# pc_fetch_unit

<file path="src/rtl/pc_fetch_unit.sv">
// pc_fetch_unit: PC sequencer fetching over req/ack and issuing to decode over valid/ready.
module pc_fetch_unit #(
  parameter int ADDR_W = 32,
  parameter logic [ADDR_W-1:0] RESET_PC = '0
) (
  input  logic              clk,
  input  logic              rst_n,
  output logic              imem_req,
  output logic [ADDR_W-1:0] imem_addr,
  input  logic              imem_ack,
  input  logic [31:0]       imem_rdata,
  output logic [31:0]       instr,
  output logic              instr_valid,
  input  logic              instr_ready,
  input  logic              branch,
  input  logic              zero_flag,
  input  logic [ADDR_W-1:0] branch_offset,
  output logic [ADDR_W-1:0] pc,
  output logic              misalign_err
);
  typedef enum logic [1:0] {BOOT, FETCH, ISSUE, HALT} state_t;
  state_t r_state, w_next;
  logic [ADDR_W-1:0] r_pc, w_target;
  logic [31:0] r_instr;
  logic r_misalign, w_taken, w_misalign, w_consume;
  assign w_taken = branch & zero_flag;
  assign w_target = w_taken ? r_pc + {branch_offset[ADDR_W-2:0], 1'b0} : r_pc + ADDR_W'(4);
  assign w_misalign = w_taken & |w_target[1:0];
  assign w_consume = (r_state == ISSUE) & instr_ready;
  assign pc = r_pc;
  assign imem_addr = r_pc;
  assign instr = r_instr;
  assign misalign_err = r_misalign;
  always_ff @(posedge clk or negedge rst_n)
    if (!rst_n) r_state <= BOOT;
    else r_state <= w_next;
  always_comb begin
    w_next = r_state;
    case (r_state)
      BOOT:  w_next = FETCH;
      FETCH: w_next = imem_ack ? ISSUE : FETCH;
      ISSUE: w_next = !instr_ready ? ISSUE : w_misalign ? HALT : FETCH;
      HALT:  w_next = HALT;
      default: w_next = BOOT;
    endcase
  end
  always_comb begin
    imem_req = r_state == FETCH;
    instr_valid = r_state == ISSUE;
  end
  always_ff @(posedge clk or negedge rst_n)
    if (!rst_n) begin
      r_pc <= RESET_PC;
      r_instr <= '0;
      r_misalign <= 1'b0;
    end else begin
      if (r_state == FETCH && imem_ack) r_instr <= imem_rdata;
      if (w_consume && !w_misalign) r_pc <= w_target;
      if (w_consume && w_misalign) r_misalign <= 1'b1;
    end
endmodule

</file>
<file path="config.mk">
export PLATFORM = sky130hd
export DESIGN_NAME = pc_fetch_unit
export DESIGN_NICKNAME = d
export VERILOG_FILES = /design/src/rtl/pc_fetch_unit.sv
export SDC_FILE = /design/constraint.sdc
export NUM_CORES = 1
export LEC_CHECK = 0
export ABC_AREA = 1
export CORE_AREA = 2 2 97 192
export DETAILED_ROUTE_END_ITERATION = 10
export DIE_AREA = 0 0 99 194
export GPL_ROUTABILITY_DRIVEN = 0
export SYNTH_ARGS = -nofsm -noshare
export SYNTH_HDL_FRONTEND = slang
export SYNTH_SLANG_ARGS = --single-unit
export TNS_END_PERCENT = 20
</file>
<file path="constraint.sdc">
create_clock -name clk -period 2.07 [get_ports clk]
set_input_delay 0.414 -clock clk [delete_from_list [all_inputs] [get_ports clk]]
set_output_delay 0.414 -clock clk [all_outputs]
set_load 0.02 [all_outputs]
</file>
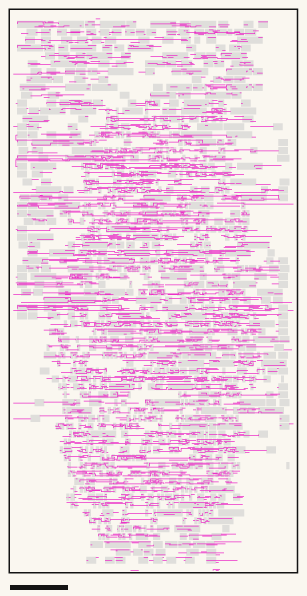
pc_fetch_unit: M1 wires
Bar = 20 um.
nets with wire on the layer = 1160
main direction = horizontal
WL final: 23.83 mm
DR vias: 6949
met1 usage: 0.2357

==> flow_metrics.env <==
# implementation run metrics
export IMPL_grt_pass1_wl_mm=36.11
export IMPL_yosysSeqAreaShare=0.2718
export IMPL_p_leak_nw=4.712
export IMPL_slowest_stage="clkdlybuf4s50_1"
export IMPL_edf_count=0
export IMPL_flops=66
export IMPL_lay_top_count="nand2_1"
export IMPL_die_w_um=99
export IMPL_yosys_area_sq_um=6077
export IMPL_yosysTopAreaCell="dfrtp_1"
export IMPL_clockBufferDepth=2
export IMPL_synth_cellmix_compoundShare=0.09389
export IMPL_area_dominant_class="multi-input combinational cells"
export IMPL_antenna_found_initial=0
export IMPL_comb_area_sq_um=4069
export IMPL_n_fill_cell=1701
export IMPL_crit_buf_inv=2
export IMPL_buffers=291
export IMPL_syn_area_sq_um=6077
export IMPL_n_clock_buffer=10
export IMPL_max_stage_delay_ns=0.61
export IMPL_finalClockPeriodUsage=0.9952
export IMPL_clk_pin_slew_ns=0.06
export IMPL_h_tree_depth=3
export IMPL_syn_to_final_growth_pct=56.66
export IMPL_tool_warnings=29
export IMPL_ys_cells=936
export IMPL_mostFrequentLayoutCells="nand2_1 (276), clkdlybuf4s50_1 (154), inv_1 (138)"
export IMPL_place_port_buffers=165
export IMPL_place_hpwl_mm=19.74
export IMPL_slew_headroom=0.6291
export IMPL_core_sq_um=17700
export IMPL_crit_required_ns=1.66
export IMPL_io_pins=169
export IMPL_final_antenna_net_count=0
export IMPL_status="finished, final reports clean"
export IMPL_finalWorstSetupSlack_ns=0.009836
export IMPL_clk_latency_ns=0.34
where the power goes:
part | leakage (nW) | total [mW] | switching [mW] | internal, mW
combinational | 3.79 | 10.5 | 5.75 | 4.78
clock | 0.155 | 1.71 | 0.624 | 1.09
sequential | 0.767 | 2.46 | 0.537 | 1.92
total | 4.71 | 14.7 | 6.91 | 7.79
timing repair:
item	CTS	global route
hold buffers	0	0
pin swaps	0	10
setup endpoints to repair	19	24
resized	22	89
setup buffers	1	5
worst paths after layout:
| check | slack, ns | end | depth (start not counted) |
|---|---|---|---|
| worst max-delay path | 0.01 | imem_addr[11] | 2 |
| max in group asynchronous | 1.32 | imem_addr[11]$_DFFE_PN0P_ | 2 |
| worst min-delay path | 0.06 | instr[28]$_DFFE_PN0P_ | 1 |
| worst min register to register | 0.47 | misalign_err$_DFFE_PN0P_ | 1 |
| min in group clk | 0.47 | misalign_err$_DFFE_PN0P_ | 1 |
| worst max register to register | 0.06 | imem_addr[15]$_DFFE_PN0P_ | 11 |
metal layers:
metal	vias to the layer above	wire, um	global-route usage
li1	3441	-	-
met1	3164	7971	0.2357
met2	242	12640	0.4537
met3	102	859	0.03280
met4	0	2359	0.1989
met5	-	0	0

# vmc_multi_item_flat

--- config.mk ---
export PLATFORM = sky130hd
export DESIGN_NAME = vmc_multi_item_flat
export DESIGN_NICKNAME = d
export VERILOG_FILES = /design/src/rtl/vmc_multi_item_if.sv /design/src/rtl/vmc_multi_item.sv /design/src/flat_wrapper.sv
export SDC_FILE = /design/constraint.sdc
export NUM_CORES = 1
export LEC_CHECK = 0
export CORE_MARGIN = 5
export CORE_UTILIZATION = 35
export DETAILED_ROUTE_END_ITERATION = 8
export PLACE_DENSITY = 0.49
export RECOVER_POWER = 50
export REMOVE_ABC_BUFFERS = 1
export SYNTH_ARGS = -nofsm -noshare
export SYNTH_HDL_FRONTEND = slang
export SYNTH_SLANG_ARGS = --single-unit
--- constraint.sdc ---
create_clock -name clk -period 8.85 [get_ports clk]
set_input_delay 1.3275 -clock clk [delete_from_list [all_inputs] [get_ports clk]]
set_output_delay 1.3275 -clock clk [all_outputs]
set_load 0.02 [all_outputs]
--- src/rtl/vmc_multi_item_if.sv ---
// Front-panel and actuator signals of the vending controller, grouped as one bus.
// The master side is the panel/coin acceptor. The slave side is the controller.
interface vmc_if #(
  parameter int N_ITEMS = 3,
  parameter int BAL_W   = 8,
  parameter int STOCK_W = 4
);
  localparam int IDX_W = (N_ITEMS > 1) ? $clog2(N_ITEMS) : 1;

  logic               start;
  logic               select;
  logic               ok;
  logic               cancel;
  logic               coin_1;
  logic               coin_5;
  logic               coin_10;
  logic               restock;
  logic [IDX_W-1:0]   restock_item;
  logic [STOCK_W-1:0] restock_qty;

  logic [N_ITEMS-1:0] item;
  logic [N_ITEMS-1:0] sold_out;
  logic [BAL_W-1:0]   balance;
  logic               dispense;
  logic               c1;
  logic               c5;
  logic               c10;
  logic               coin_reject;
  logic               busy;

  modport master (
    output start, select, ok, cancel, coin_1, coin_5, coin_10,
           restock, restock_item, restock_qty,
    input  item, sold_out, balance, dispense, c1, c5, c10, coin_reject, busy
  );

  modport slave (
    input  start, select, ok, cancel, coin_1, coin_5, coin_10,
           restock, restock_item, restock_qty,
    output item, sold_out, balance, dispense, c1, c5, c10, coin_reject, busy
  );
endinterface

--- src/rtl/vmc_multi_item.sv ---
// Multi-item vending controller: per-item price and stock, payment timeout, greedy change.
// State updates on the falling clock edge. DISPENSE follows the accepting OK edge by one cycle.
module vmc_multi_item #(
  parameter int                         N_ITEMS    = 3,
  parameter int                         BAL_W      = 8,
  parameter int                         STOCK_W    = 4,
  parameter logic [N_ITEMS*BAL_W-1:0]   PRICES     = {8'd12, 8'd5, 8'd3},
  parameter int                         INIT_STOCK = 5,
  parameter int                         TIMEOUT    = 200
) (
  input logic  clk,
  input logic  rst,
  vmc_if.slave bus
);
  localparam int IDX_W = (N_ITEMS > 1) ? $clog2(N_ITEMS) : 1;
  localparam int TMR_W = $clog2(TIMEOUT + 1);

  typedef enum logic [2:0] {S_IDLE, S_SEL, S_PAY, S_DISP, S_CHG} state_t;

  state_t                            state, state_nxt;
  logic [IDX_W-1:0]                  ptr, ptr_nxt;
  logic [BAL_W-1:0]                  balance, bal_nxt;
  logic [BAL_W-1:0]                  change_due, due_nxt;
  logic [TMR_W-1:0]                  timer, timer_nxt;
  logic [N_ITEMS-1:0][STOCK_W-1:0]   stock, stock_nxt;
  logic                              reject_q, rej_nxt;

  logic start_q, select_q, ok_q, coin1_q, coin5_q, coin10_q;
  logic start_e, select_e, ok_e, coin1_e, coin5_e, coin10_e;

  logic [N_ITEMS-1:0][BAL_W-1:0] price_tab;
  logic [BAL_W-1:0]              price_cur;
  logic [BAL_W-1:0]              coin_val;
  logic [BAL_W:0]                coin_sum;
  logic                          coin_any, coin_fits, coin_extra;
  logic [BAL_W-1:0]              chg_coin;
  logic                          timed_out;
  logic                          any_stock;
  logic [IDX_W-1:0]              low_idx;
  logic [IDX_W-1:0]              nxt_idx;
  logic [IDX_W-1:0]              cand;
  logic                          found;
  logic                          restock_in_range;
  logic [STOCK_W:0]              rs_sum;

  assign start_e  = bus.start   & ~start_q;
  assign select_e = bus.select  & ~select_q;
  assign ok_e     = bus.ok      & ~ok_q;
  assign coin1_e  = bus.coin_1  & ~coin1_q;
  assign coin5_e  = bus.coin_5  & ~coin5_q;
  assign coin10_e = bus.coin_10 & ~coin10_q;

  assign price_tab = PRICES;
  assign price_cur = price_tab[ptr];

  // Only the highest-priority coin (1 > 5 > 10) is a credit candidate.
  assign coin_any   = coin1_e | coin5_e | coin10_e;
  assign coin_val   = coin1_e ? BAL_W'(1) : coin5_e ? BAL_W'(5) : coin10_e ? BAL_W'(10) : '0;
  assign coin_extra = coin1_e ? (coin5_e | coin10_e) : (coin5_e & coin10_e);
  assign coin_sum   = {1'b0, balance} + {1'b0, coin_val};
  assign coin_fits  = coin_any && (balance < price_cur) && !coin_sum[BAL_W];

  assign chg_coin  = (change_due >= BAL_W'(10)) ? BAL_W'(10) :
                     (change_due >= BAL_W'(5))  ? BAL_W'(5)  :
                     (change_due != '0)         ? BAL_W'(1)  : '0;
  assign timed_out = (timer == TMR_W'(TIMEOUT - 1));

  assign restock_in_range = (int'(bus.restock_item) < N_ITEMS);

  always_comb begin
    rs_sum = '0;
    if (restock_in_range)
      rs_sum = {1'b0, stock[bus.restock_item]} + {1'b0, bus.restock_qty};
  end

  always_comb begin
    any_stock = 1'b0;
    low_idx   = '0;
    for (int i = N_ITEMS - 1; i >= 0; i--) begin
      if (stock[IDX_W'(i)] != '0) begin
        any_stock = 1'b1;
        low_idx   = IDX_W'(i);
      end
    end
  end

  // Search upward from ptr with wrap; ptr itself is the last candidate.
  always_comb begin
    nxt_idx = ptr;
    found   = 1'b0;
    cand    = '0;
    for (int k = 1; k <= N_ITEMS; k++) begin
      cand = IDX_W'((int'(ptr) + k) % N_ITEMS);
      if (!found && stock[cand] != '0) begin
        found   = 1'b1;
        nxt_idx = cand;
      end
    end
  end

  always_comb begin
    state_nxt = state;
    ptr_nxt   = ptr;
    bal_nxt   = balance;
    due_nxt   = change_due;
    timer_nxt = timer;
    stock_nxt = stock;
    rej_nxt   = coin_any;
    case (state)
      S_IDLE: begin
        if (bus.restock && restock_in_range)
          stock_nxt[bus.restock_item] = rs_sum[STOCK_W] ? '1 : rs_sum[STOCK_W-1:0];
        if (start_e && any_stock) begin
          ptr_nxt   = low_idx;
          state_nxt = S_SEL;
        end
      end
      S_SEL: begin
        if (bus.cancel) begin
          state_nxt = S_IDLE;
        end else if (ok_e) begin
          state_nxt = S_PAY;
          timer_nxt = '0;
        end else if (select_e) begin
          ptr_nxt = nxt_idx;
        end
      end
      S_PAY: begin
        if (bus.cancel || timed_out) begin
          due_nxt   = balance;
          bal_nxt   = '0;
          timer_nxt = '0;
          state_nxt = (balance == '0) ? S_IDLE : S_CHG;
        end else if (ok_e && balance >= price_cur) begin
          timer_nxt = '0;
          state_nxt = S_DISP;
        end else begin
          timer_nxt = ok_e ? '0 : timer + TMR_W'(1);
          if (coin_fits) begin
            bal_nxt   = coin_sum[BAL_W-1:0];
            timer_nxt = '0;
            rej_nxt   = coin_extra;
          end
        end
      end
      S_DISP: begin
        stock_nxt[ptr] = stock[ptr] - STOCK_W'(1);
        due_nxt        = balance - price_cur;
        bal_nxt        = '0;
        state_nxt      = S_CHG;
      end
      S_CHG: begin
        if (change_due == '0) state_nxt = S_IDLE;
        else                  due_nxt   = change_due - chg_coin;
      end
      default: state_nxt = S_IDLE;
    endcase
  end

  always_ff @(negedge clk or posedge rst) begin
    if (rst) begin
      state      <= S_IDLE;
      ptr        <= '0;
      balance    <= '0;
      change_due <= '0;
      timer      <= '0;
      reject_q   <= 1'b0;
      for (int i = 0; i < N_ITEMS; i++) stock[i] <= STOCK_W'(INIT_STOCK);
      start_q    <= 1'b0;
      select_q   <= 1'b0;
      ok_q       <= 1'b0;
      coin1_q    <= 1'b0;
      coin5_q    <= 1'b0;
      coin10_q   <= 1'b0;
    end else begin
      state      <= state_nxt;
      ptr        <= ptr_nxt;
      balance    <= bal_nxt;
      change_due <= due_nxt;
      timer      <= timer_nxt;
      reject_q   <= rej_nxt;
      stock      <= stock_nxt;
      start_q    <= bus.start;
      select_q   <= bus.select;
      ok_q       <= bus.ok;
      coin1_q    <= bus.coin_1;
      coin5_q    <= bus.coin_5;
      coin10_q   <= bus.coin_10;
    end
  end

  assign bus.item = (state == S_SEL || state == S_PAY) ? (N_ITEMS'(1) << ptr) : '0;

  always_comb begin
    for (int i = 0; i < N_ITEMS; i++) bus.sold_out[i] = (stock[i] == '0);
  end

  assign bus.balance     = balance;
  assign bus.dispense    = (state == S_DISP);
  assign bus.c10         = (state == S_CHG) && (chg_coin == BAL_W'(10));
  assign bus.c5          = (state == S_CHG) && (chg_coin == BAL_W'(5));
  assign bus.c1          = (state == S_CHG) && (chg_coin == BAL_W'(1));
  assign bus.coin_reject = reject_q;
  assign bus.busy        = (state != S_IDLE);
endmodule

--- src/flat_wrapper.sv ---
// flat-port wrapper written by rule: the top's interface ports become plain ports
module vmc_multi_item_flat 
#(
  parameter int                         N_ITEMS    = 3,
  parameter int                         BAL_W      = 8,
  parameter int                         STOCK_W    = 4,
  parameter logic [N_ITEMS*BAL_W-1:0]   PRICES     = {8'd12, 8'd5, 8'd3},
  parameter int                         INIT_STOCK = 5,
  parameter int                         TIMEOUT    = 200
)
  (clk, rst, bus_start, bus_select, bus_ok, bus_cancel, bus_coin_1, bus_coin_5, bus_coin_10, bus_restock, bus_restock_item, bus_restock_qty, bus_item, bus_sold_out, bus_balance, bus_dispense, bus_c1, bus_c5, bus_c10, bus_coin_reject, bus_busy);
  vmc_if #(.N_ITEMS(N_ITEMS), .BAL_W(BAL_W), .STOCK_W(STOCK_W)) bus_i ();
  input logic clk;
  input logic rst;
  input wire logic [$bits(bus_i.start)-1:0] bus_start;
  input wire logic [$bits(bus_i.select)-1:0] bus_select;
  input wire logic [$bits(bus_i.ok)-1:0] bus_ok;
  input wire logic [$bits(bus_i.cancel)-1:0] bus_cancel;
  input wire logic [$bits(bus_i.coin_1)-1:0] bus_coin_1;
  input wire logic [$bits(bus_i.coin_5)-1:0] bus_coin_5;
  input wire logic [$bits(bus_i.coin_10)-1:0] bus_coin_10;
  input wire logic [$bits(bus_i.restock)-1:0] bus_restock;
  input wire logic [$bits(bus_i.restock_item)-1:0] bus_restock_item;
  input wire logic [$bits(bus_i.restock_qty)-1:0] bus_restock_qty;
  output wire logic [$bits(bus_i.item)-1:0] bus_item;
  output wire logic [$bits(bus_i.sold_out)-1:0] bus_sold_out;
  output wire logic [$bits(bus_i.balance)-1:0] bus_balance;
  output wire logic [$bits(bus_i.dispense)-1:0] bus_dispense;
  output wire logic [$bits(bus_i.c1)-1:0] bus_c1;
  output wire logic [$bits(bus_i.c5)-1:0] bus_c5;
  output wire logic [$bits(bus_i.c10)-1:0] bus_c10;
  output wire logic [$bits(bus_i.coin_reject)-1:0] bus_coin_reject;
  output wire logic [$bits(bus_i.busy)-1:0] bus_busy;
  assign bus_i.start = bus_start;
  assign bus_i.select = bus_select;
  assign bus_i.ok = bus_ok;
  assign bus_i.cancel = bus_cancel;
  assign bus_i.coin_1 = bus_coin_1;
  assign bus_i.coin_5 = bus_coin_5;
  assign bus_i.coin_10 = bus_coin_10;
  assign bus_i.restock = bus_restock;
  assign bus_i.restock_item = bus_restock_item;
  assign bus_i.restock_qty = bus_restock_qty;
  assign bus_item = bus_i.item;
  assign bus_sold_out = bus_i.sold_out;
  assign bus_balance = bus_i.balance;
  assign bus_dispense = bus_i.dispense;
  assign bus_c1 = bus_i.c1;
  assign bus_c5 = bus_i.c5;
  assign bus_c10 = bus_i.c10;
  assign bus_coin_reject = bus_i.coin_reject;
  assign bus_busy = bus_i.busy;
  vmc_multi_item #(.N_ITEMS(N_ITEMS), .BAL_W(BAL_W), .STOCK_W(STOCK_W), .PRICES(PRICES), .INIT_STOCK(INIT_STOCK), .TIMEOUT(TIMEOUT)) u_core (.clk(clk), .rst(rst), .bus(bus_i));
endmodule
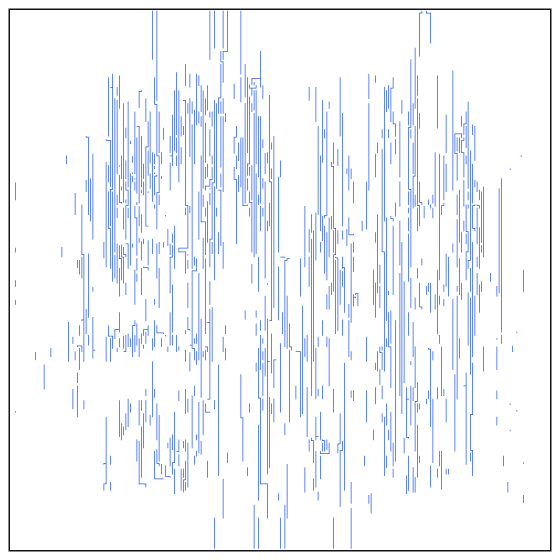
vmc_multi_item_flat: met2 routing
share of all routed wire = 47%
wire length on this layer = 4740 um
met2 usage: 0.2634
WL final: 10.16 mm
DR vias: 3350

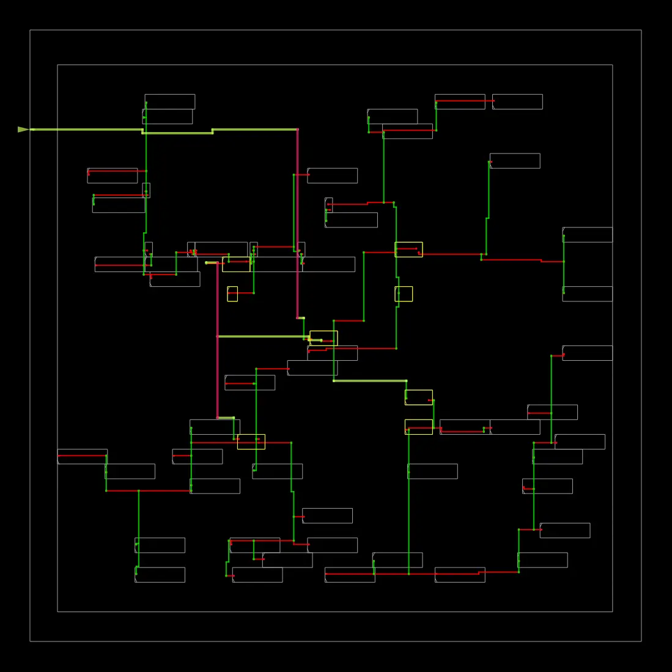
vmc_multi_item_flat: clock routing
clock network power: 0.158 mW
Flops: 48

==> flow_metrics.env <==
# implementation run metrics
export IMPL_clockBufferDepth=2
export IMPL_hold_buffers=0
export IMPL_worstMarginPinSlew_ns=1.937
export IMPL_cts_tree="yes"
export IMPL_cap_viol_max_count=1
export IMPL_n_clock_buffer=6
export IMPL_syn_area_sq_um=3676
export IMPL_crit_chain="nor2b_1 > nand2_1 > inv_2 > clkdlybuf4s50_1"
export IMPL_place_hpwl_mm=7.663
export IMPL_grtUsageMet3=0.03019
export IMPL_critPathLaunchType="flip-flop"
export IMPL_status="complete, but fails checks"
export IMPL_yosys_top_cells_count="o21ai_0 (48), nand2_1 (46), dfrtn_1 (42), nor2_1 (37), inv_1 (28)"
export IMPL_critPathMaxFanout=12
export IMPL_edf_count=0
export IMPL_hold_viol_final=0
export IMPL_violations="capacitance limit, slew limit"
export IMPL_clk_latency_ns=0.37
export IMPL_drv_slew=49
export IMPL_cp_startpoint="u_core.state[1]$_DFFE_NP0P_"
==> metrics by stage <==
stage | util | setup WS, ns | instances
2_1_floorplan | - | 1.109 | 424
3_3_place_gp | 0.4082 | 0.5355 | 601
3_5_place_dp | 0.4082 | 0.4497 | 601
4_1_cts | 0.4194 | 0.6415 | 614
5_1_grt | 0.4188 | 0.4300 | 614
6_report | 0.4188 | 0.6422 | 614
==> logic make-up after synthesis <==
logic type | Yosys count | synth area share
muxes | 15 | 0.04152
xor gates and xnor gates | 6 | 0.01430
AOI/OAI and AO/OA | 138 | 0.2478
and+or+nand+nor | 160 | 0.2219
DFF | 48 | 0.3288
buffers and inverters | 41 | 0.04220
adders and majority gates | 28 | 0.1035
==> placed cells by master (no fill, tap or decap), types with 5 or more instances in the layout <==
cell              n
nand2b_1          8
dfrtn_1          42
nand3_1          11
dfstp_2           6
nand2_1          46
nor3_1           12
mux2i_1          13
a211oi_1          5
o21ai_0          48
a22oi_1           6
dlygate4sd3_1     8
clkbuf_8          6
nor2_1           37
nor2b_1          11
o22ai_1           6
and2_1            7
clkdlybuf4s50_1  27
buf_4             6
a21o_1            5
ha_1             24
inv_1            33
a21oi_1          24

# mac_row_accumulator

--- config.mk ---
export PLATFORM = sky130hd
export DESIGN_NAME = mac_row_accumulator
export DESIGN_NICKNAME = d
export VERILOG_FILES = /design/src/rtl/mac_row_accumulator.sv
export SDC_FILE = /design/constraint.sdc
export NUM_CORES = 1
export LEC_CHECK = 0
export CORE_MARGIN = 2
export CORE_UTILIZATION = 40
export CTS_BUF_LIST = sky130_fd_sc_hd__clkbuf_4 sky130_fd_sc_hd__clkbuf_8
export DETAILED_ROUTE_END_ITERATION = 8
export GPL_TIMING_DRIVEN = 0
export PLACE_DENSITY_LB_ADDON = 0.12
export RECOVER_POWER = 25
export SYNTH_ARGS = -nofsm -noshare
export SYNTH_HDL_FRONTEND = slang
export SYNTH_SLANG_ARGS = --single-unit
--- constraint.sdc ---
create_clock -name clk -period 6.5 [get_ports clk]
set_input_delay 0.975 -clock clk [delete_from_list [all_inputs] [get_ports clk]]
set_output_delay 0.975 -clock clk [all_outputs]
set_load 0.01 [all_outputs]
--- src/rtl/mac_row_accumulator.sv ---
// mac_row_accumulator: accumulates TERMS signed products per row into a valid/ready result,
// flagging row-index changes within a dot product and pulsing mat_done every ROWS results.
module mac_row_accumulator #(
    parameter int DATA_W = 8,
    parameter int ACC_W  = 20,
    parameter int TERMS  = 8,
    parameter int ROWS   = 8,
    localparam int TW = $clog2(TERMS),
    localparam int RW = $clog2(ROWS)
) (
    input  logic              clk,
    input  logic              rst,
    input  logic              in_valid_i,
    output logic              in_ready_o,
    input  logic [DATA_W-1:0] in_a_i,
    input  logic [DATA_W-1:0] in_b_i,
    input  logic [RW-1:0]     in_row_i,
    output logic              out_valid_o,
    input  logic              out_ready_i,
    output logic [ACC_W-1:0]  out_data_o,
    output logic [RW-1:0]     out_row_o,
    output logic              mat_done_o,
    output logic              row_err_o
);
    logic [TW-1:0]           term_q, term_d;
    logic [RW-1:0]           rows_done_q, rows_done_d, cur_row_q, cur_row_d, out_row_q, out_row_d;
    logic [ACC_W-1:0]        acc_q, acc_d, out_data_q, out_data_d, prod_ext, sum;
    logic                    out_valid_q, out_valid_d, mat_done_q, mat_done_d, row_err_q, row_err_d;
    logic signed [2*DATA_W-1:0] prod;
    logic                    accept, first, done;

    assign in_ready_o = !out_valid_q || out_ready_i;
    assign accept     = in_valid_i && in_ready_o;
    assign prod       = $signed(in_a_i) * $signed(in_b_i);
    assign prod_ext   = {{(ACC_W-2*DATA_W){prod[2*DATA_W-1]}}, prod};
    assign first      = term_q == '0;
    assign sum        = first ? prod_ext : acc_q + prod_ext;
    assign done       = accept && term_q == TW'(TERMS-1);

    always_comb begin
        // term and rows_done are power-of-two wide, so the increment wraps on its own
        term_d      = accept ? term_q + 1'b1 : term_q;
        acc_d       = accept ? sum : acc_q;
        cur_row_d   = accept && first ? in_row_i : cur_row_q;
        row_err_d   = row_err_q || (accept && !first && in_row_i != cur_row_q);
        rows_done_d = done ? rows_done_q + 1'b1 : rows_done_q;
        mat_done_d  = done && rows_done_q == RW'(ROWS-1);
        out_valid_d = done || (out_valid_q && !out_ready_i);
        out_data_d  = done ? sum : out_data_q;
        out_row_d   = done ? (first ? in_row_i : cur_row_q) : out_row_q;
    end

    always_ff @(posedge clk) begin
        if (rst) begin
            term_q      <= '0;
            acc_q       <= '0;
            cur_row_q   <= '0;
            row_err_q   <= 1'b0;
            rows_done_q <= '0;
            mat_done_q  <= 1'b0;
            out_valid_q <= 1'b0;
            out_data_q  <= '0;
            out_row_q   <= '0;
        end else begin
            term_q      <= term_d;
            acc_q       <= acc_d;
            cur_row_q   <= cur_row_d;
            row_err_q   <= row_err_d;
            rows_done_q <= rows_done_d;
            mat_done_q  <= mat_done_d;
            out_valid_q <= out_valid_d;
            out_data_q  <= out_data_d;
            out_row_q   <= out_row_d;
        end
    end

    assign out_valid_o = out_valid_q;
    assign out_data_o  = out_data_q;
    assign out_row_o   = out_row_q;
    assign mat_done_o  = mat_done_q;
    assign row_err_o   = row_err_q;
endmodule
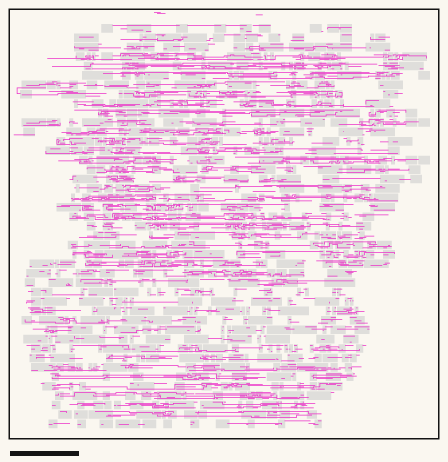
mac_row_accumulator: M1 wires
Bar = 20 um.
main direction = horizontal
wire length on this layer = 6720 um
nets with wire on the layer = 813
share of all routed wire = 48%
DR vias: 4828
WL final: 14.01 mm
met1 usage: 0.2672

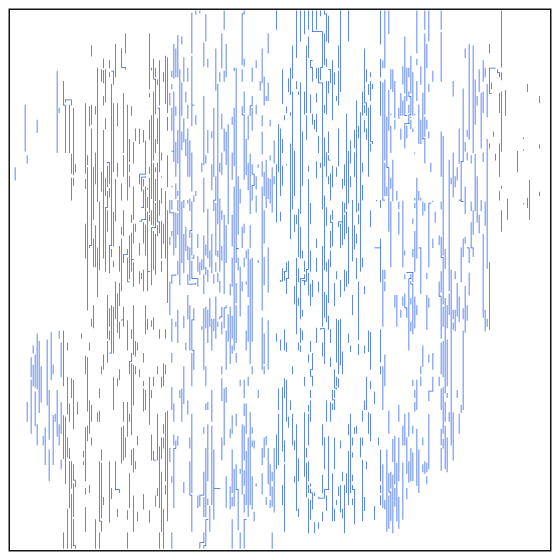
mac_row_accumulator: met2 routing
main direction = vertical
wire length on this layer = 6850 um

==> flow_metrics.env <==
# implementation run metrics
export IMPL_status="finished, final reports clean"
export IMPL_grt_setup_unrepaired="yes"
export IMPL_critPathMostFrequentCell="fa_1"
export IMPL_final_antenna_net_count=0
export IMPL_async_reset_ff_frac=0
export IMPL_yosys_warnings=0
export IMPL_grt_util_met2=0.3348
export IMPL_fin_cells=924
export IMPL_reg2reg_slack_ns=3.18
export IMPL_drive_above_1_share=0.1694
export IMPL_clockBufferDepth=2
export IMPL_chipArea_sq_um=15280
export IMPL_crit_required_ns=6.66
export IMPL_grt_pass1_wl_mm=23.61
export IMPL_synth_cells=670
export IMPL_mostFrequentLayoutCells="inv_1 (88), nor2_1 (62), dfxtp_1 (55)"
export IMPL_num_rows=43
export IMPL_yosysTopAreaCell="fa_1"
export IMPL_critical_path_class="in -> reg"
export IMPL_min_period_ns=6.412
export IMPL_ys_cells=670
export IMPL_lay_top_count="inv_1"
export IMPL_cap_viol_max_count=0
export IMPL_die_height_um=123.6
export IMPL_area_leaders="fa_1 (20%), dfxtp_1 (19%), ha_1 (12%)"
export IMPL_yosysSeqAreaShare=0.1924
export IMPL_final_core_util=0.5107
export IMPL_hold_path_end="rows_done_q[1]$_SDFFE_PP0P_"
export IMPL_reg2reg_depth=10
export IMPL_wl_per_cell_um=15.16
export IMPL_dp_slack_ns=-1.367
export IMPL_track_usage=0.1953
export IMPL_antenna_found_initial=0
export IMPL_grt_overflow_total=0
export IMPL_vias_per_cell=5.225
export IMPL_grt_pass1_vias=4947
export IMPL_tns_ns=0
export IMPL_yosys_top_cells_count="inv_1 (99), nor2_1 (63), fa_1 (56), ha_1 (56), dfxtp_1 (55)"
export IMPL_syn_area_sq_um=5723
export IMPL_end_kind="flip-flop"
export IMPL_clk_latency_ns=0.33
export IMPL_cp_depth=27
export IMPL_holdWs_ns=0.4771
export IMPL_io_pins=50
export IMPL_hp_class="reg -> reg"
export IMPL_fmax_ghz=0.1560
export IMPL_ys_flop_type="dfxtp_1"
export IMPL_cts_tree="yes"
export IMPL_cp_arrival_ns=6.58
export IMPL_first_pass_iters=4
export IMPL_ys_flops=55
export IMPL_antenna_cells=0
export IMPL_syn_nets=805
export IMPL_critPathMaxFanout=8
export IMPL_critPathTopFamily="adder cells"
export IMPL_die_w_um=123.6
export IMPL_synthMostInstantiatedCell="inv_1"
export IMPL_yosys_area_sq_um=5723
export IMPL_slew_headroom=0.4442
export IMPL_fp_util=0.4107
export IMPL_drv_slew=0
export IMPL_worstMarginPinSlew_ns=0.8337
export IMPL_nets=878
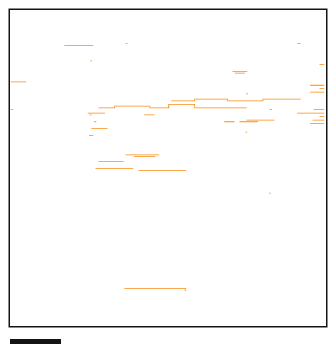
mac_row_accumulator: metal 3
Bar = 20 um.
nets with wire on the layer = 30
longest straight run = 23.9 um
main direction = horizontal
wire length on this layer = 311 um

cell type report:
type,count,area (sq um)
Buffer,21,78.83
Clock buffer,6,82.58
Clock inverter,2,16.27
Fill cell,1371,6818
Inverter,100,382.9
Multi-Input combinational cell,494,4599
Sequential cell,55,1101
Tap cell,180,225.2
Timing Repair Buffer,66,630.6
tightest hold or removal path, delay by kind of cell (launching register included):
kind,cells,cell delay [ns]
AND/OR/NAND/NOR,1,0.05
AND-OR/OR-AND,1,0.06
flip-flops,1,0.33
kinds of logic (layout without fill, tap and decap cells):
group,Yosys count,in the layout,synth area share
fa+ha+maj,112,112,0.3183
mux,12,12,0.02121
xor+xnor,36,36,0.05509
buf+inv,121,195,0.07936
flops,55,55,0.1924
compound gates,138,138,0.1657
simple gates,196,196,0.1679
routing by layer:
layer  vias to the layer above  wire (um)  share of wire
met5                         -          0              0
met4                         0        133         0.0095
met3                        13        310          0.022
met2                        58       6847           0.49
met1                      2391       6716           0.48
li1                       2366          -              -
repair_timing:
item,in CTS,in global routing
gates resized,124,82
pin swaps,27,50
hold buffers,0,0
setup endpoints to repair,16,12
gates cloned,0,0
buffers inserted,10,8

Power is estimated from default activity; no workload was simulated.
